######## block 1 ########
File: src/rtl/serial_link_credit_ctrl.sv
// Credit-based flow-control stage: gates outgoing flits on peer buffer credits, piggybacks
// returned credits on every flit and issues credit-only flits when returns pile up.
module serial_link_credit_ctrl #(
  parameter int unsigned NumCredits      = 16,
  parameter int unsigned ForceSendThresh = 8,
  parameter int unsigned PayloadWidth    = 64,
  localparam int unsigned CredW          = $clog2(NumCredits + 1)
) (
  input  logic                    clk_i,
  input  logic                    rst_i,
  input  logic [PayloadWidth-1:0] data_i,
  input  logic                    data_valid_i,
  output logic                    data_ready_o,
  output logic [PayloadWidth-1:0] flit_data_o,
  output logic [CredW-1:0]        flit_credits_o,
  output logic                    flit_credit_only_o,
  output logic                    flit_valid_o,
  input  logic                    flit_ready_i,
  input  logic                    credits_in_valid_i,
  input  logic [CredW-1:0]        credits_in_i,
  input  logic                    consumed_i,
  output logic [CredW-1:0]        avail_credits_o,
  output logic [CredW-1:0]        pending_credits_o,
  output logic                    credit_err_o
);

  localparam logic [CredW-1:0] NumC   = CredW'(NumCredits);
  localparam logic [CredW-1:0] ThresC = CredW'(ForceSendThresh);

  logic [CredW-1:0]        avail_q, avail_d;
  logic [CredW-1:0]        pend_q, pend_d;
  logic                    err_q, err_d;
  logic                    out_valid_q, out_valid_d;
  logic [PayloadWidth-1:0] flit_data_q, flit_data_d;
  logic [CredW-1:0]        flit_credits_q, flit_credits_d;
  logic                    flit_co_q, flit_co_d;

  logic             load, data_load, co_load, any_load;
  logic [CredW:0]   avail_sum, pend_sum;

  assign load         = !out_valid_q || flit_ready_i;
  assign data_ready_o = load && (avail_q != '0);
  assign data_load    = data_valid_i && data_ready_o;
  assign co_load      = load && !data_load && (pend_q >= ThresC);
  assign any_load     = data_load || co_load;

  always_comb begin
    out_valid_d    = out_valid_q;
    flit_data_d    = flit_data_q;
    flit_credits_d = flit_credits_q;
    flit_co_d      = flit_co_q;
    if (data_load) begin
      out_valid_d    = 1'b1;
      flit_data_d    = data_i;
      flit_credits_d = pend_q;
      flit_co_d      = 1'b0;
    end else if (co_load) begin
      out_valid_d    = 1'b1;
      flit_data_d    = '0;
      flit_credits_d = pend_q;
      flit_co_d      = 1'b1;
    end else if (flit_ready_i) begin
      out_valid_d = 1'b0;
    end
  end

  // One extra bit of headroom so overflow can be detected before clamping.
  always_comb begin
    err_d     = err_q;
    avail_sum = {1'b0, avail_q} - {{CredW{1'b0}}, data_load}
              + (credits_in_valid_i ? {1'b0, credits_in_i} : '0);
    pend_sum  = (any_load ? '0 : {1'b0, pend_q}) + {{CredW{1'b0}}, consumed_i};
    if (avail_sum > {1'b0, NumC}) begin
      avail_d = NumC;
      err_d   = 1'b1;
    end else begin
      avail_d = avail_sum[CredW-1:0];
    end
    if (pend_sum > {1'b0, NumC}) begin
      pend_d = NumC;
      err_d  = 1'b1;
    end else begin
      pend_d = pend_sum[CredW-1:0];
    end
  end

  always_ff @(posedge clk_i or posedge rst_i) begin
    if (rst_i) begin
      avail_q        <= NumC;
      pend_q         <= '0;
      err_q          <= 1'b0;
      out_valid_q    <= 1'b0;
      flit_data_q    <= '0;
      flit_credits_q <= '0;
      flit_co_q      <= 1'b0;
    end else begin
      avail_q        <= avail_d;
      pend_q         <= pend_d;
      err_q          <= err_d;
      out_valid_q    <= out_valid_d;
      flit_data_q    <= flit_data_d;
      flit_credits_q <= flit_credits_d;
      flit_co_q      <= flit_co_d;
    end
  end

  assign flit_valid_o       = out_valid_q;
  assign flit_data_o        = flit_data_q;
  assign flit_credits_o     = flit_credits_q;
  assign flit_credit_only_o = flit_co_q;
  assign avail_credits_o    = avail_q;
  assign pending_credits_o  = pend_q;
  assign credit_err_o       = err_q;

endmodule

File: config.mk
export PLATFORM = sky130hd
export DESIGN_NAME = serial_link_credit_ctrl
export DESIGN_NICKNAME = d
export VERILOG_FILES = /design/src/rtl/serial_link_credit_ctrl.sv
export SDC_FILE = /design/constraint.sdc
export NUM_CORES = 1
export LEC_CHECK = 0
export CAP_MARGIN = 5
export CORE_ASPECT_RATIO = 0.9
export CORE_MARGIN = 5
export CORE_UTILIZATION = 44
export DETAILED_ROUTE_END_ITERATION = 12
export PLACE_DENSITY_LB_ADDON = 0.3
export SYNTH_ARGS = -nofsm -noshare
export SYNTH_HDL_FRONTEND = slang
export SYNTH_SLANG_ARGS = --single-unit
File: constraint.sdc
create_clock -name clk_i -period 5.49 [get_ports clk_i]
set_clock_uncertainty 0.05 [all_clocks]
set_input_delay 1.098 -clock clk_i [delete_from_list [all_inputs] [get_ports clk_i]]
set_output_delay 1.098 -clock clk_i [all_outputs]
set_load 0.01 [all_outputs]
######## block 2 ########
===== src/rtl/fb_scanout_pkg.sv =====
// fb_scanout_pkg: definitions shared by the frame-buffer scanout block.
//   scan_state_e : scan sequencer states (IDLE=0, RUN=1, DRAIN=2)
//   PIX_W        : RGB888 pixel width
//   ADDR_W       : frame-buffer word address width
//   FIFO_W       : skid FIFO entry width ({pixel, sof, eol})
package fb_scanout_pkg;

    typedef enum logic [1:0] {
        S_IDLE  = 2'd0,
        S_RUN   = 2'd1,
        S_DRAIN = 2'd2
    } scan_state_e;

    localparam int PIX_W  = 24;
    localparam int ADDR_W = 20;
    localparam int FIFO_W = PIX_W + 2;

endpackage


===== src/rtl/fb_skid_fifo.sv =====
// fb_skid_fifo: 2-entry FIFO that buffers frame-buffer read data on its way
// to the pixel stream.
//   clk, reset : clock, synchronous active-high reset (empties the FIFO)
//   push, din  : write an entry (ignored when full)
//   pop        : remove the head entry (ignored when empty)
//   dout       : head entry, meaningful while valid
//   valid      : FIFO non-empty
//   count      : current occupancy (0..2)
module fb_skid_fifo
    import fb_scanout_pkg::*;
(
    input  logic              clk,
    input  logic              reset,
    input  logic              push,
    input  logic [FIFO_W-1:0] din,
    input  logic              pop,
    output logic [FIFO_W-1:0] dout,
    output logic              valid,
    output logic [1:0]        count
);

    logic [FIFO_W-1:0] mem_q [2];
    logic [FIFO_W-1:0] mem_d [2];
    logic              wr_ptr_q, wr_ptr_d;
    logic              rd_ptr_q, rd_ptr_d;
    logic [1:0]        cnt_q, cnt_d;
    logic              do_push, do_pop;

    always_comb begin
        do_push  = push && (cnt_q != 2'd2);
        do_pop   = pop && (cnt_q != 2'd0);
        mem_d    = mem_q;
        wr_ptr_d = wr_ptr_q;
        rd_ptr_d = rd_ptr_q;
        cnt_d    = cnt_q;
        if (do_push) begin
            mem_d[wr_ptr_q] = din;
            wr_ptr_d        = ~wr_ptr_q;
        end
        if (do_pop) begin
            rd_ptr_d = ~rd_ptr_q;
        end
        // Push and pop in the same cycle leave the occupancy unchanged.
        case ({do_push, do_pop})
            2'b10:   cnt_d = cnt_q + 2'd1;
            2'b01:   cnt_d = cnt_q - 2'd1;
            default: cnt_d = cnt_q;
        endcase
    end

    // Storage carries no reset; only the pointers and count define contents.
    always_ff @(posedge clk) begin
        mem_q <= mem_d;
    end

    always_ff @(posedge clk) begin
        if (reset) begin
            wr_ptr_q <= 1'b0;
            rd_ptr_q <= 1'b0;
            cnt_q    <= 2'd0;
        end else begin
            wr_ptr_q <= wr_ptr_d;
            rd_ptr_q <= rd_ptr_d;
            cnt_q    <= cnt_d;
        end
    end

    assign dout  = mem_q[rd_ptr_q];
    assign valid = (cnt_q != 2'd0);
    assign count = cnt_q;

endmodule


===== src/rtl/fb_scanout.sv =====
// fb_scanout: reads one WIDTH x HEIGHT frame from a synchronous frame-buffer
// RAM in raster order and streams it out as valid/ready RGB888 pixels.
//   clk, reset  : clock, synchronous active-high reset
//   start       : one-cycle request to scan a frame (ignored while busy)
//   dim         : halve pixel intensity (only with FB_SCANOUT_DIM_EN defined)
//   FB_A, FB_Q  : RAM read address / read data (data one cycle after address)
//   pix_data    : {R,G,B}; pix_valid / pix_ready handshake
//   pix_sof     : pixel (0,0);  pix_eol : last pixel of a line
//   busy        : scan in progress; frame_done : pulse on final transfer
// Optional feature macro: FB_SCANOUT_DIM_EN (enables the dim path).
module fb_scanout
    import fb_scanout_pkg::*;
#(
    parameter logic [ADDR_W-1:0] FB_BASE = 20'h00000,
    parameter int                WIDTH   = 256,
    parameter int                HEIGHT  = 256
) (
    input  logic              clk,
    input  logic              reset,
    input  logic              start,
    input  logic              dim,
    output logic [ADDR_W-1:0] FB_A,
    input  logic [PIX_W-1:0]  FB_Q,
    output logic [PIX_W-1:0]  pix_data,
    output logic              pix_valid,
    input  logic              pix_ready,
    output logic              pix_sof,
    output logic              pix_eol,
    output logic              busy,
    output logic              frame_done
);

    localparam int XW = (WIDTH  > 1) ? $clog2(WIDTH)  : 1;
    localparam int YW = (HEIGHT > 1) ? $clog2(HEIGHT) : 1;
    localparam logic [XW-1:0] X_LAST = XW'(WIDTH - 1);
    localparam logic [YW-1:0] Y_LAST = YW'(HEIGHT - 1);

    scan_state_e       state_q, state_d;
    logic [XW-1:0]     x_q, x_d;
    logic [YW-1:0]     y_q, y_d;
    logic [ADDR_W-1:0] addr_q, addr_d;
    logic [ADDR_W-1:0] fb_a_q, fb_a_d;
    logic              infl_q, infl_d;
    logic              tag_sof_q, tag_sof_d;
    logic              tag_eol_q, tag_eol_d;

    logic              issue;
    logic              pop;
    logic              done_c;
    logic [2:0]        occ_sum;
    logic [PIX_W-1:0]  push_px;
    logic [FIFO_W-1:0] head;
    logic              fifo_valid;
    logic [1:0]        fifo_cnt;

`ifdef FB_SCANOUT_DIM_EN
    function automatic logic [PIX_W-1:0] dim_px(input logic [PIX_W-1:0] p);
        return {1'b0, p[23:17], 1'b0, p[15:9], 1'b0, p[7:1]};
    endfunction

    assign push_px = dim ? dim_px(FB_Q) : FB_Q;
`else
    logic dim_unused;
    assign dim_unused = dim;
    assign push_px    = FB_Q;
`endif

    assign pop = fifo_valid & pix_ready;

    // Outstanding work after this cycle's pop: buffered entries plus the read
    // whose data arrives next edge. Counting the pop lets a new read issue
    // every cycle while the consumer keeps up.
    assign occ_sum = {1'b0, fifo_cnt} + {2'b00, infl_q} - {2'b00, pop};

    always_comb begin
        state_d = state_q;
        x_d     = x_q;
        y_d     = y_q;
        addr_d  = addr_q;
        fb_a_d  = fb_a_q;
        issue   = 1'b0;
        done_c  = 1'b0;
        case (state_q)
            S_IDLE: begin
                if (start) begin
                    state_d = S_RUN;
                    x_d     = '0;
                    y_d     = '0;
                    addr_d  = FB_BASE;
                end
            end
            S_RUN: begin
                if (occ_sum < 3'd2) begin
                    issue  = 1'b1;
                    fb_a_d = addr_q;
                    // Raster order makes the address a plain 20-bit counter.
                    addr_d = addr_q + 1'b1;
                    if (x_q == X_LAST) begin
                        x_d = '0;
                        y_d = y_q + 1'b1;
                        if (y_q == Y_LAST) begin
                            state_d = S_DRAIN;
                        end
                    end else begin
                        x_d = x_q + 1'b1;
                    end
                end
            end
            S_DRAIN: begin
                // All reads issued: the last pixel is the only one left.
                if (pop && (fifo_cnt == 2'd1) && !infl_q) begin
                    done_c  = 1'b1;
                    state_d = S_IDLE;
                end
            end
            default: state_d = S_IDLE;
        endcase
        infl_d    = issue;
        tag_sof_d = (x_q == '0) && (y_q == '0);
        tag_eol_d = (x_q == X_LAST);
    end

    always_ff @(posedge clk) begin
        if (reset) begin
            state_q <= S_IDLE;
            x_q     <= '0;
            y_q     <= '0;
            addr_q  <= FB_BASE;
            fb_a_q  <= FB_BASE;
            infl_q  <= 1'b0;
        end else begin
            state_q <= state_d;
            x_q     <= x_d;
            y_q     <= y_d;
            addr_q  <= addr_d;
            fb_a_q  <= fb_a_d;
            infl_q  <= infl_d;
        end
    end

    // Tags only matter alongside infl_q, so they need no reset.
    always_ff @(posedge clk) begin
        tag_sof_q <= tag_sof_d;
        tag_eol_q <= tag_eol_d;
    end

    // The address goes straight to the RAM in the issue cycle so its data is
    // on FB_Q in time to be pushed at the following edge.
    assign FB_A = issue ? addr_q : fb_a_q;

    fb_skid_fifo u_fifo (
        .clk   (clk),
        .reset (reset),
        .push  (infl_q),
        .din   ({push_px, tag_sof_q, tag_eol_q}),
        .pop   (pop),
        .dout  (head),
        .valid (fifo_valid),
        .count (fifo_cnt)
    );

    // Outputs are gated so stale storage never shows while the FIFO is empty.
    assign pix_valid  = fifo_valid;
    assign pix_data   = fifo_valid ? head[FIFO_W-1:2] : '0;
    assign pix_sof    = fifo_valid & head[1];
    assign pix_eol    = fifo_valid & head[0];
    assign busy       = (state_q != S_IDLE);
    assign frame_done = done_c;

endmodule


===== config.mk =====
export PLATFORM = sky130hd
export DESIGN_NAME = fb_scanout
export DESIGN_NICKNAME = d
export VERILOG_FILES = /design/src/rtl/fb_scanout_pkg.sv /design/src/rtl/fb_skid_fifo.sv /design/src/rtl/fb_scanout.sv
export SDC_FILE = /design/constraint.sdc
export NUM_CORES = 1
export LEC_CHECK = 0
export ABC_AREA = 1
export CAP_MARGIN = 20
export CORE_AREA = 5 5 79 135
export DETAILED_ROUTE_END_ITERATION = 12
export DIE_AREA = 0 0 84 140
export PLACE_DENSITY = 0.92
export SYNTH_ARGS = -nofsm -noshare
export SYNTH_HDL_FRONTEND = slang
export SYNTH_SLANG_ARGS = --single-unit

===== constraint.sdc =====
create_clock -name clk -period 4.4 [get_ports clk]
set_clock_uncertainty 0.05 [all_clocks]
set_input_delay 0.44 -clock clk [delete_from_list [all_inputs] [get_ports clk]]
set_output_delay 0.44 -clock clk [all_outputs]
set_load 0.05 [all_outputs]

######## block 3 ########
[src/rtl/ula_seq_ctrl.sv]
// Sequencing controller in front of the ULA datapath: accepts one request, holds operands
// for the op's settle time, returns the mux result. Optional flags: ULA_SEQ_CTRL_FLAGS_EN.
module ula_seq_ctrl #(
  parameter int DATA_W = 8,
  parameter int MC_LAT = 4
) (
  input  logic              clk,
  input  logic              rst,
  input  logic              in_valid,
  output logic              in_ready,
  input  logic [4:0]        in_opcode,
  input  logic [DATA_W-1:0] in_a,
  input  logic [DATA_W-1:0] in_b,
  output logic [4:0]        alu_opcode,
  output logic [DATA_W-1:0] alu_a,
  output logic [DATA_W-1:0] alu_b,
  input  logic [DATA_W-1:0] alu_result,
  output logic              out_valid,
  input  logic              out_ready,
  output logic [DATA_W-1:0] out_result,
  output logic              out_err,
`ifdef ULA_SEQ_CTRL_FLAGS_EN
  output logic              out_zero,
  output logic              out_neg,
`endif
  output logic              busy
);

  typedef enum logic [1:0] {
    S_IDLE = 2'd0,
    S_EXEC = 2'd1,
    S_WAIT = 2'd2,
    S_DONE = 2'd3
  } state_t;

  localparam logic [4:0] OP_MUL      = 5'b00010;
  localparam logic [4:0] OP_DIV      = 5'b00011;
  localparam logic [3:0] CNT_INIT    = 4'(MC_LAT - 1);

  // Legal op count per category: 00 -> 0..5, 01 -> 0..6, 10 -> 0..4, 11 -> none.
  function automatic logic f_is_legal(input logic [4:0] op);
    logic v;
    case (op[4:3])
      2'b00:   v = (op[2:0] <= 3'd5);
      2'b01:   v = (op[2:0] <= 3'd6);
      2'b10:   v = (op[2:0] <= 3'd4);
      default: v = 1'b0;
    endcase
    return v;
  endfunction

  state_t              r_state, w_state_nxt;
  logic [3:0]          r_cnt, w_cnt_nxt;
  logic [4:0]          r_opc, w_opc_nxt;
  logic [DATA_W-1:0]   r_a, w_a_nxt;
  logic [DATA_W-1:0]   r_b, w_b_nxt;
  logic [DATA_W-1:0]   r_res, w_res_nxt;
  logic                r_err, w_err_nxt;
  logic                w_cap;

  // State register plus operand/result registers.
  always_ff @(posedge clk or posedge rst) begin
    if (rst) begin
      r_state <= S_IDLE;
      r_cnt   <= 4'd0;
      r_opc   <= 5'd0;
      r_a     <= {DATA_W{1'b0}};
      r_b     <= {DATA_W{1'b0}};
      r_res   <= {DATA_W{1'b0}};
      r_err   <= 1'b0;
    end else begin
      r_state <= w_state_nxt;
      r_cnt   <= w_cnt_nxt;
      r_opc   <= w_opc_nxt;
      r_a     <= w_a_nxt;
      r_b     <= w_b_nxt;
      r_res   <= w_res_nxt;
      r_err   <= w_err_nxt;
    end
  end

  // Next-state and next-register decode.
  always_comb begin
    w_state_nxt = r_state;
    w_cnt_nxt   = r_cnt;
    w_opc_nxt   = r_opc;
    w_a_nxt     = r_a;
    w_b_nxt     = r_b;
    w_res_nxt   = r_res;
    w_err_nxt   = r_err;
    w_cap       = 1'b0;
    case (r_state)
      S_IDLE: begin
        if (in_valid) begin
          w_opc_nxt = in_opcode;
          w_a_nxt   = in_a;
          w_b_nxt   = in_b;
          if (!f_is_legal(in_opcode)) begin
            w_res_nxt   = {DATA_W{1'b0}};
            w_err_nxt   = 1'b1;
            w_cap       = 1'b1;
            w_state_nxt = S_DONE;
          end else if ((in_opcode == OP_MUL) || (in_opcode == OP_DIV)) begin
            w_cnt_nxt   = CNT_INIT;
            w_state_nxt = S_WAIT;
          end else begin
            w_state_nxt = S_EXEC;
          end
        end else begin
          w_state_nxt = S_IDLE;
        end
      end
      S_EXEC: begin
        w_res_nxt   = alu_result;
        w_err_nxt   = 1'b0;
        w_cap       = 1'b1;
        w_state_nxt = S_DONE;
      end
      S_WAIT: begin
        if (r_cnt != 4'd0) begin
          w_cnt_nxt = r_cnt - 4'd1;
        end else begin
          // Divide-by-zero result is defined here, not by whatever the divider produces.
          if ((r_opc == OP_DIV) && (r_b == {DATA_W{1'b0}})) begin
            w_res_nxt = {DATA_W{1'b1}};
            w_err_nxt = 1'b1;
          end else begin
            w_res_nxt = alu_result;
            w_err_nxt = 1'b0;
          end
          w_cap       = 1'b1;
          w_state_nxt = S_DONE;
        end
      end
      S_DONE: begin
        if (out_ready) begin
          w_state_nxt = S_IDLE;
        end else begin
          w_state_nxt = S_DONE;
        end
      end
      default: begin
        w_state_nxt = S_IDLE;
      end
    endcase
  end

`ifdef ULA_SEQ_CTRL_FLAGS_EN
  logic r_zero, r_neg;

  // Result flags, updated only when a new result is captured.
  always_ff @(posedge clk or posedge rst) begin
    if (rst) begin
      r_zero <= 1'b0;
      r_neg  <= 1'b0;
    end else if (w_cap) begin
      r_zero <= !w_err_nxt && (w_res_nxt == {DATA_W{1'b0}});
      r_neg  <= !w_err_nxt && w_res_nxt[DATA_W-1];
    end else begin
      r_zero <= r_zero;
      r_neg  <= r_neg;
    end
  end

  assign out_zero = r_zero;
  assign out_neg  = r_neg;
`else
  logic w_cap_unused;
  assign w_cap_unused = w_cap;
`endif

  assign in_ready   = (r_state == S_IDLE);
  assign busy       = (r_state != S_IDLE);
  assign out_valid  = (r_state == S_DONE);
  assign alu_opcode = r_opc;
  assign alu_a      = r_a;
  assign alu_b      = r_b;
  assign out_result = r_res;
  assign out_err    = r_err;

endmodule

[config.mk]
export PLATFORM = sky130hd
export DESIGN_NAME = ula_seq_ctrl
export DESIGN_NICKNAME = d
export VERILOG_FILES = /design/src/rtl/ula_seq_ctrl.sv
export SDC_FILE = /design/constraint.sdc
export NUM_CORES = 1
export LEC_CHECK = 0
export CORE_AREA = 2 2 70 72
export DETAILED_ROUTE_END_ITERATION = 6
export DIE_AREA = 0 0 72 74
export GPL_TIMING_DRIVEN = 0
export PLACE_DENSITY = 0.81
export SETUP_SLACK_MARGIN = 0.02
export SYNTH_ARGS = -nofsm -noshare
export SYNTH_HDL_FRONTEND = slang
export SYNTH_SLANG_ARGS = --single-unit
[constraint.sdc]
create_clock -name clk -period 5.85 [get_ports clk]
set_input_delay 1.17 -clock clk [delete_from_list [all_inputs] [get_ports clk]]
set_output_delay 1.17 -clock clk [all_outputs]
set_load 0.05 [all_outputs]
######## block 4 ########
**config.mk**
```make
export PLATFORM = sky130hd
export DESIGN_NAME = mem_arbiter
export DESIGN_NICKNAME = d
export VERILOG_FILES = /design/src/rtl/mem_arbiter.sv
export SDC_FILE = /design/constraint.sdc
export NUM_CORES = 1
export LEC_CHECK = 0
export CAP_MARGIN = 20
export CORE_MARGIN = 4
export CORE_UTILIZATION = 43
export DETAILED_ROUTE_END_ITERATION = 6
export PLACE_DENSITY_LB_ADDON = 0.05
export SLEW_MARGIN = 20
export SYNTH_ARGS = -nofsm -noshare
export SYNTH_HDL_FRONTEND = slang
export SYNTH_SLANG_ARGS = --single-unit
```
**constraint.sdc**
```tcl
create_clock -name clk -period 1.65 [get_ports clk]
set_input_delay 0.33 -clock clk [delete_from_list [all_inputs] [get_ports clk]]
set_output_delay 0.33 -clock clk [all_outputs]
set_load 0.01 [all_outputs]
```
**src/rtl/mem_arbiter.sv**
```systemverilog
// Two-port arbiter in front of a single-port 16-bit synchronous RAM.
// Round-robin between fetch and data ports; byte stores are done as read-modify-write.
module mem_arbiter (
    input  logic        clk,
    input  logic        reset,
    input  logic        fetch_req,
    input  logic [15:0] fetch_addr,
    output logic        fetch_ack,
    output logic [15:0] fetch_rdata,
    input  logic        data_req,
    input  logic        data_we,
    input  logic        data_byte_half,
    input  logic [15:0] data_addr,
    input  logic [15:0] data_wdata,
    output logic        data_ack,
    output logic [15:0] data_rdata,
    output logic        ram_en,
    output logic        ram_we,
    output logic [14:0] ram_addr,
    output logic [15:0] ram_wdata,
    input  logic [15:0] ram_rdata,
    output logic        busy
);

    typedef enum logic [2:0] {
        StIdle,
        StRdIssue,
        StRdData,
        StWr,
        StRmwIssue,
        StRmwWrite
    } state_e;

    state_e      state_q, state_d;
    logic        port_q, port_d;     // 1 = data port owns the access
    logic        last_q, last_d;     // 1 = data port granted last
    logic [15:0] addr_q, addr_d;
    logic        we_q, we_d;
    logic        half_q, half_d;
    logic [15:0] wdata_q, wdata_d;
    logic        fetch_ack_q, fetch_ack_d;
    logic        data_ack_q, data_ack_d;
    logic [15:0] fetch_rdata_q, fetch_rdata_d;
    logic [15:0] data_rdata_q, data_rdata_d;

    logic        fetch_elig, data_elig, grant_data;
    logic [15:0] rd_word;
    logic        ram_en_dec, ram_we_dec;

    // A requester whose ack is high this cycle is still holding the finished request.
    assign fetch_elig = fetch_req & ~fetch_ack_q;
    assign data_elig  = data_req & ~data_ack_q;
    assign grant_data = data_elig & (~fetch_elig | ~last_q);

    assign rd_word = half_q ? ram_rdata
                   : {8'b0, (addr_q[0] ? ram_rdata[15:8] : ram_rdata[7:0])};

    always_comb begin
        state_d       = state_q;
        port_d        = port_q;
        last_d        = last_q;
        addr_d        = addr_q;
        we_d          = we_q;
        half_d        = half_q;
        wdata_d       = wdata_q;
        fetch_ack_d   = 1'b0;
        data_ack_d    = 1'b0;
        fetch_rdata_d = fetch_rdata_q;
        data_rdata_d  = data_rdata_q;

        unique case (state_q)
            StIdle: begin
                if (fetch_elig || data_elig) begin
                    port_d = grant_data;
                    last_d = grant_data;
                    if (grant_data) begin
                        addr_d  = data_addr;
                        we_d    = data_we;
                        half_d  = data_byte_half;
                        wdata_d = data_wdata;
                    end else begin
                        addr_d  = fetch_addr;
                        we_d    = 1'b0;
                        half_d  = 1'b1;
                        wdata_d = 16'h0000;
                    end
                    if (!we_d)       state_d = StRdIssue;
                    else if (half_d) state_d = StWr;
                    else             state_d = StRmwIssue;
                end
            end
            StRdIssue:  state_d = StRdData;
            StRdData: begin
                if (port_q) begin
                    data_rdata_d = rd_word;
                    data_ack_d   = 1'b1;
                end else begin
                    fetch_rdata_d = rd_word;
                    fetch_ack_d   = 1'b1;
                end
                state_d = StIdle;
            end
            StWr, StRmwWrite: begin
                data_ack_d  = port_q;
                fetch_ack_d = ~port_q;
                state_d     = StIdle;
            end
            StRmwIssue: state_d = StRmwWrite;
            default:    state_d = StIdle;
        endcase
    end

    always_comb begin
        ram_en_dec = 1'b0;
        ram_we_dec = 1'b0;
        ram_wdata  = 16'h0000;
        ram_addr   = (state_q == StIdle) ? 15'h0000 : addr_q[15:1];
        unique case (state_q)
            StRdIssue, StRmwIssue: ram_en_dec = 1'b1;
            StWr: begin
                ram_en_dec = 1'b1;
                ram_we_dec = 1'b1;
                ram_wdata  = wdata_q;
            end
            StRmwWrite: begin
                ram_en_dec = 1'b1;
                ram_we_dec = 1'b1;
                ram_wdata  = addr_q[0] ? {wdata_q[7:0], ram_rdata[7:0]}
                                       : {ram_rdata[15:8], wdata_q[7:0]};
            end
            default: ;
        endcase
    end

    // Gating with reset keeps an in-flight write from landing in the RAM.
    assign ram_en = ram_en_dec & ~reset;
    assign ram_we = ram_we_dec & ~reset;
    assign busy   = (state_q != StIdle);

    assign fetch_ack   = fetch_ack_q;
    assign data_ack    = data_ack_q;
    assign fetch_rdata = fetch_rdata_q;
    assign data_rdata  = data_rdata_q;

    always_ff @(posedge clk) begin
        if (reset) begin
            state_q       <= StIdle;
            port_q        <= 1'b0;
            last_q        <= 1'b1;
            addr_q        <= 16'h0000;
            we_q          <= 1'b0;
            half_q        <= 1'b0;
            wdata_q       <= 16'h0000;
            fetch_ack_q   <= 1'b0;
            data_ack_q    <= 1'b0;
            fetch_rdata_q <= 16'h0000;
            data_rdata_q  <= 16'h0000;
        end else begin
            state_q       <= state_d;
            port_q        <= port_d;
            last_q        <= last_d;
            addr_q        <= addr_d;
            we_q          <= we_d;
            half_q        <= half_d;
            wdata_q       <= wdata_d;
            fetch_ack_q   <= fetch_ack_d;
            data_ack_q    <= data_ack_d;
            fetch_rdata_q <= fetch_rdata_d;
            data_rdata_q  <= data_rdata_d;
        end
    end

endmodule

```
block_1/placement_by_type.png
Scale: 4 px per µm. Fill, decap, tap and diode cells in grey.
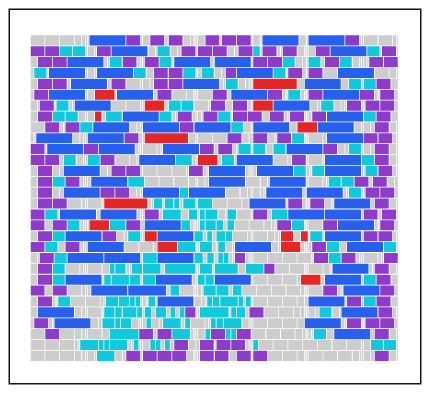
Red marks clock drivers and dummy loads, cells 16, share of their area 4.7%. Cyan marks combinational and other logic, cells 162, share of their area 25%. Blue marks sequential cells, cells 82, share of their area 40%. Purple marks remaining buffers and delay cells, cells 161, share of their area 31%.
number of cell rows: 30
area of all placed cells without fillers: 5300 µm²
core footprint: 7510 µm²
final core utilization: 70.6%

block_1/sizes.png
Scale: 4 px per µm.
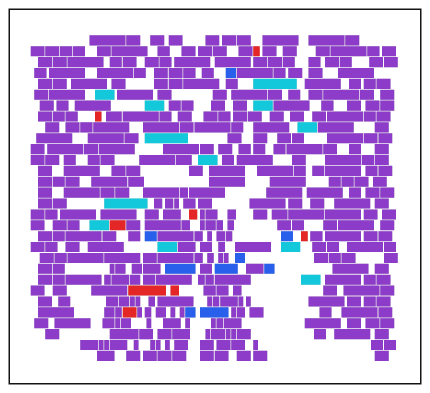
Blue marks _3 and _4 cells, cells 9, share 2.1%. Red marks _2 cells, cells 8, share 1.9%. Purple marks _0 and _1 cells, cells 392, share 93%. Cyan marks _6 and larger, cells 12, share 2.9%.
smallest setup slack after layout: 1.68 ns
number of buffers other than clock buffers in the final layout: 161
signed area change from the synthesized netlist to the final layout: 56.3%

==> report_table.html, block 1 <==
<h2>Implementation results</h2>
<table>
<tr><th>Metric</th><th>Value</th></tr>
<tr><th colspan="2">Cells and area</th></tr>
<tr><td>Inverters</td><td>18</td></tr>
<tr><td>Comb gate area</td><td>1210 µm²</td></tr>
<tr><th colspan="2">Setup path</th></tr>
<tr><td>Number of buffers and inverters on the critical path</td><td>3</td></tr>
<tr><td>Category of cells accounting for the largest share of critical-path delay</td><td>AND-OR/OR-AND gates</td></tr>
<tr><td>Number of cells traversed by the worst register-to-register path</td><td>11</td></tr>
<tr><td>Category of the worst setup path launch point</td><td>primary input</td></tr>
<tr><td>Kind of end point of the critical path</td><td>flip-flop</td></tr>
<tr><th colspan="2">Synth</th></tr>
<tr><td>Flip-flops with a built-in enable</td><td>0</td></tr>
<tr><td>Average cell area after synthesis</td><td>13.1 µm²</td></tr>
<tr><td>Post-synth ARST share</td><td>100%</td></tr>
<tr><th colspan="2">CTS</th></tr>
<tr><td>Clock tree from TritonCTS</td><td>yes</td></tr>
<tr><td>Clock root buffer master</td><td>sky130_fd_sc_hd__clkbuf_8</td></tr>
<tr><td>Number of levels in the clock H-tree</td><td>3</td></tr>
<tr><td>Number of resized instances in the post-cts repair step</td><td>0</td></tr>
<tr><th colspan="2">Global route</th></tr>
<tr><td>Global-route wire length before repair</td><td>15.1 mm</td></tr>
<tr><td>Global Route Usage Sum</td><td>20.5%</td></tr>
<tr><th colspan="2">Route</th></tr>
<tr><td>Detailed-route wire length</td><td>9.71 mm</td></tr>
<tr><td>DRC violations left</td><td>0</td></tr>
<tr><td>Vias</td><td>2789</td></tr>
<tr><th colspan="2">STA</th></tr>
<tr><td>Final hold viol count</td><td>0</td></tr>
<tr><td>Pins Over Slew Limit</td><td>0</td></tr>
<tr><td>Clock period minus final worst setup slack</td><td>3.81 ns</td></tr>
<tr><th colspan="2">Placement</th></tr>
<tr><td>Post-placement cell count</td><td>501</td></tr>
<tr><th colspan="2">Floorplan</th></tr>
<tr><td>I/O Pins</td><td>158</td></tr>
<tr><th colspan="2">Outcome</th></tr>
<tr><td>Run status</td><td>finished, final reports clean</td></tr>
<tr><th colspan="2">Run</th></tr>
<tr><td>Max-cap violations</td><td>0</td></tr>
</table>
## block 1: stage by stage
step | worst slack (ns) | cell area [µm²] | utilization (%)
after floorplan | 1.97 | 3390 | -
after global placement | 1.45 | 5060 | 67.4
after detailed placement | 1.34 | 5060 | 67.4
after CTS | 1.71 | 5300 | 70.6
after global routing | 1.56 | 5300 | 70.6
final | 1.68 | 5300 | 70.6
## block 1: metal layers
layer  GRT usage, %  routed length [µm]  up-vias
li1               -                   -     1281
met1           26.6                4050     1370
met2           31.6                4530      126
met3           9.10                 977       12
met4           4.70                 154        0
met5              0                   0        -
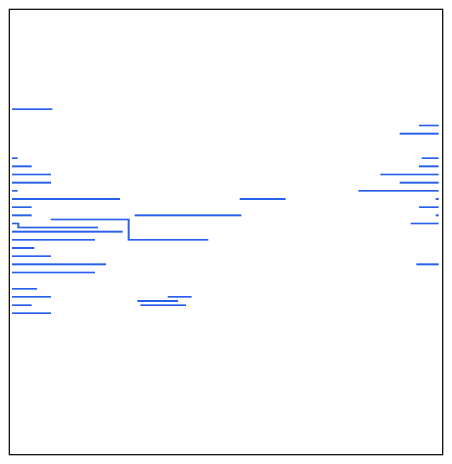
block_3/layer_met3.png
Scale: 6 px per µm.
The layer holds 7.6% of the routed length. 36 nets have wire on it. The longest straight run is 18.2 µm.

==> report_table.html, block 3 <==
<h2>Implementation results</h2>
<table>
<tr><th>Metric</th><th>Value</th></tr>
<tr><th colspan="2">Outcome</th></tr>
<tr><td>Run status</td><td>finished, final reports clean</td></tr>
<tr><th colspan="2">Global route</th></tr>
<tr><td>Gr busiest metal</td><td>met2</td></tr>
<tr><td>Met1 capacity usage during global routing</td><td>18.0%</td></tr>
<tr><th colspan="2">Setup path</th></tr>
<tr><td>Data arrival at the endpoint of the critical path</td><td>1.98 ns</td></tr>
<tr><td>Critical path launch point</td><td>r_state[0]</td></tr>
<tr><td>Category of cells accounting for the largest share of critical-path delay</td><td>buffers and inverters</td></tr>
<tr><th colspan="2">Route</th></tr>
<tr><td>Remaining antenna violation count</td><td>0</td></tr>
<tr><td>Top metal layer carrying routed signals</td><td>met4</td></tr>
<tr><th colspan="2">Synth</th></tr>
<tr><td>Mapped Cells</td><td>140</td></tr>
<tr><td>Post-synth ARST share</td><td>100%</td></tr>
<tr><td>Yosys adder share</td><td>4.40%</td></tr>
<tr><th colspan="2">Cells and area</th></tr>
<tr><td># diodes</td><td>0</td></tr>
<tr><td>Area of all placed cells without fillers</td><td>2500 µm²</td></tr>
<tr><th colspan="2">STA</th></tr>
<tr><td>Setup violation total in the final timing report</td><td>0</td></tr>
<tr><th colspan="2">Min path</th></tr>
<tr><td>Number of cells traversed by the worst hold path</td><td>1</td></tr>
<tr><th colspan="2">CTS</th></tr>
<tr><td>Num Clock Sinks</td><td>36</td></tr>
<tr><td>Number of buffers inserted to repair setup after CTS</td><td>0</td></tr>
<tr><th colspan="2">Floorplan</th></tr>
<tr><td>Starting density of the core</td><td>37.1%</td></tr>
</table>
## block 3: area by class of cell
cell class / count / area (µm²) / share of cell area [%]
plain buffers: 3 / 11.3 / 0.450
multi-input cells: 94 / 769 / 30.7
well taps: 54 / 67.6 / 2.70
clock buffers: 6 / 72.6 / 2.90
repair buffers: 65 / 651 / 26.0
inverters: 7 / 26.3 / 1.05
clock inverters: 1 / 5.00 / 0.200
flip-flops and latches: 36 / 901 / 36.0
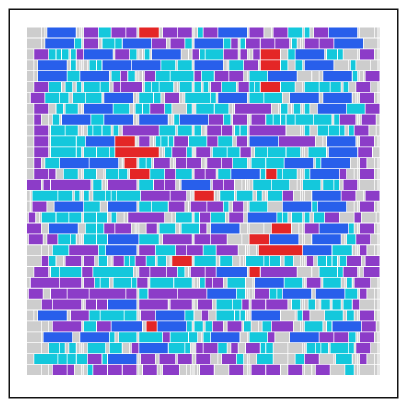
block_4/placement_by_type.png
Scale: 4 px per µm. Fill, decap, tap and diode cells in grey.
Purple marks remaining buffers and delay cells, cells 218, share of their area 36%. Red marks clock drivers and dummy loads, cells 16, share of their area 3.7%. Cyan marks combinational and other logic, cells 298, share of their area 37%. Blue marks sequential cells, cells 72, share of their area 24%.
core footprint: 7690 µm²
number of cell rows: 32

block_4/layer_met3.png
Scale: 4 px per µm.
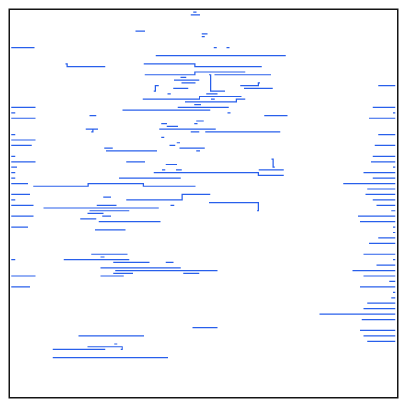
The longest straight run is 32.2 µm. The layer holds 6.9% of the routed length.
vias: 3993
detailed-route wire length: 14.3 mm

==> report_table.html, block 4 <==
<h2>Implementation results</h2>
<table>
<tr><th>Metric</th><th>Value</th></tr>
<tr><th colspan="2">Cells and area</th></tr>
<tr><td>Total of fill cells in the finished design</td><td>471</td></tr>
<tr><td>Data-path buffer share of cell area in the final layout</td><td>35.2%</td></tr>
<tr><td>Area of all placed cells without fillers</td><td>6250 µm²</td></tr>
<tr><td>Share of layout cells above drive strength 1</td><td>43.0%</td></tr>
<tr><td>Biggest area consumer among cell classes</td><td>combinational gates</td></tr>
<tr><th colspan="2">Setup path</th></tr>
<tr><td>Number of cells traversed by the worst register-to-register path</td><td>11</td></tr>
<tr><td>Max Fanout on Critical Path</td><td>8</td></tr>
<tr><td>Worst setup path class</td><td>reg -&gt; out</td></tr>
<tr><th colspan="2">CTS</th></tr>
<tr><td>Clock Pin Slew Worst Setup and Hold Paths</td><td>0.09 ns</td></tr>
<tr><td>Number of buffers inserted to repair setup after CTS</td><td>16</td></tr>
<tr><th colspan="2">STA</th></tr>
<tr><td>Final-layout worst hold slack</td><td>0.405 ns</td></tr>
<tr><td>Smallest setup slack after layout</td><td>-0.280 ns</td></tr>
<tr><td>Fmax</td><td>518 MHz</td></tr>
<tr><td>Clock period minus final worst setup slack</td><td>1.93 ns</td></tr>
<tr><td>Setup violation total in the final timing report</td><td>88</td></tr>
<tr><td>Post-Route Skew</td><td>0.0159 ns</td></tr>
<tr><th colspan="2">Global route</th></tr>
<tr><td>Pin count of the biggest net entering global routing</td><td>63</td></tr>
<tr><th colspan="2">Outcome</th></tr>
<tr><td>Violations in the final reports</td><td>setup timing</td></tr>
<tr><td>Run status</td><td>finished, violations left</td></tr>
<tr><th colspan="2">Placement</th></tr>
<tr><td>Number of input and output port buffers inserted</td><td>137</td></tr>
</table>
## block 4: registers in the layout, summed over array words and instances, names as in the netlist, 3 cells and up
name,count
data_rdata,16
fetch_rdata,16
wdata_q,16
state_q,3
addr_q,16
## block 4: logic make-up after synthesis
group	count (synthesis)	share of synthesized area, %
AOI/OAI and AO/OA	109	23.0
buffers and inverters	40	6.68
and+or+nand+nor	169	23.1
muxes	16	4.73
DFF	72	42.5
block_2/logic_types.png
Scale: 4 px per µm.
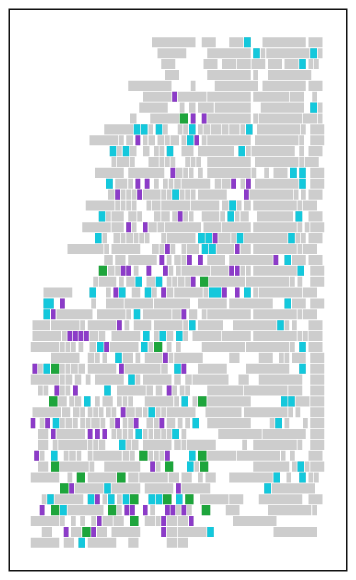
Green marks and/or cells, cells 23, most used or2_1. Cyan marks aoi and oai cells, cells 87, most used o21ai_0, where spread over the die. Purple marks inv cells, cells 79, most used inv_1.
top logic cell by instance count in the layout: sky130_fd_sc_hd__nor2_1
combinational share of cell area: 30.4%
final instance count without filler cells: 850

==> report_table.html, block 2 <==
<h2>Implementation results</h2>
<table>
<tr><th>Metric</th><th>Value</th></tr>
<tr><th colspan="2">Outcome</th></tr>
<tr><td>Run status</td><td>finished, final reports clean</td></tr>
<tr><th colspan="2">Setup path</th></tr>
<tr><td>Worst reg2reg startpoint</td><td>u_fifo.count[1]</td></tr>
<tr><td>CP required</td><td>3.91 ns</td></tr>
<tr><td>Ordered list of cells on the worst path</td><td>inv_2 -&gt; ha_1 -&gt; nor2_1 -&gt; ha_1 -&gt; inv_1 -&gt; nand2_1 -&gt; fa_1 -&gt; inv_1 -&gt; a21oi_2 -&gt; nand3_4 -&gt; inv_2 -&gt; or2_1 -&gt; o21ai_0 -&gt; inv_1 -&gt; buf_4</td></tr>
<tr><th colspan="2">CTS</th></tr>
<tr><td>Clock root buffer master</td><td>sky130_fd_sc_hd__clkbuf_16</td></tr>
<tr><td>Number of resized instances in the post-cts repair step</td><td>0</td></tr>
<tr><th colspan="2">Synth</th></tr>
<tr><td>Chip area estimate from yosys synthesis</td><td>5300 µm²</td></tr>
<tr><th colspan="2">Floorplan</th></tr>
<tr><td>Starting density of the core</td><td>56.3%</td></tr>
<tr><td>Tap cells</td><td>122</td></tr>
<tr><th colspan="2">Cells and area</th></tr>
<tr><td>Share of layout cells above drive strength 1</td><td>10.0%</td></tr>
<tr><th colspan="2">Route</th></tr>
<tr><td>Detailed-route wire length</td><td>12.3 mm</td></tr>
<tr><th colspan="2">Global route</th></tr>
<tr><td>Number of global-route vias before repair</td><td>4427</td></tr>
<tr><td>Met2 track demand over resource in global routing</td><td>40.3%</td></tr>
<tr><th colspan="2">Min path</th></tr>
<tr><td>Number of cells traversed by the worst hold path</td><td>0</td></tr>
</table>
-- block 2: flip-flops by register name, summed over array words and instances (netlist names), 2 cells and up --
signal        count
u_fifo.mem_q     52
addr_q           20
fb_a_q           20
x_q               8
y_q               8
state_q           2
u_fifo.count      2
-- block 2: kinds of logic after synthesis --
group | synth area share (%)
AND-OR/OR-AND | 8.34
adder cells (fa/ha/maj) | 2.74
AND/OR/NAND/NOR | 26.0
XOR/XNOR | 0.662
flip-flops | 54.1
buffers and inverters | 8.15


==> notes/layouts.md <==
Pictures saved along the way, in no particular order.

Cells by drive strength.
Scale: 4 px per µm.
picture 1
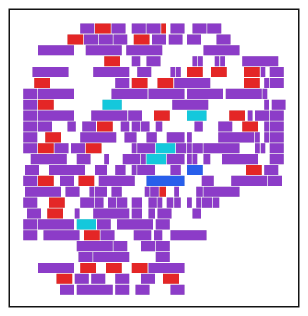
picture 2
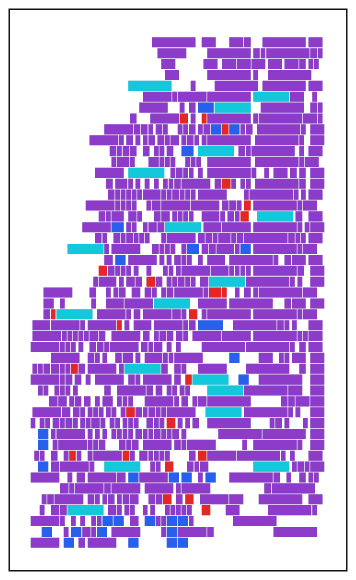
picture 3
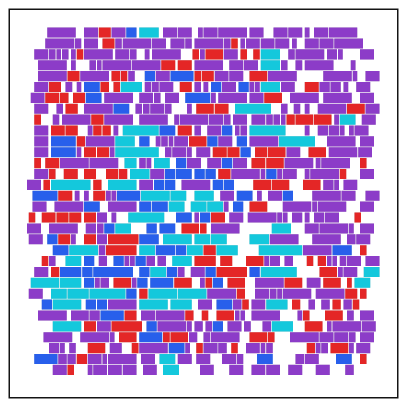
- picture 2 = block 2
- picture 3 = block 4
- picture 1 = block 3
Of these, smallest die: picture 1
Of these, most cells: picture 2

Key to picture 1:
Red marks _2 cells, cells 32, share 15%. Purple marks _0 and _1 cells, cells 173, share 82%. Cyan marks _6 and larger, cells 5, share 2.4%. Blue marks _3 and _4 cells, cells 2, share 0.94%.

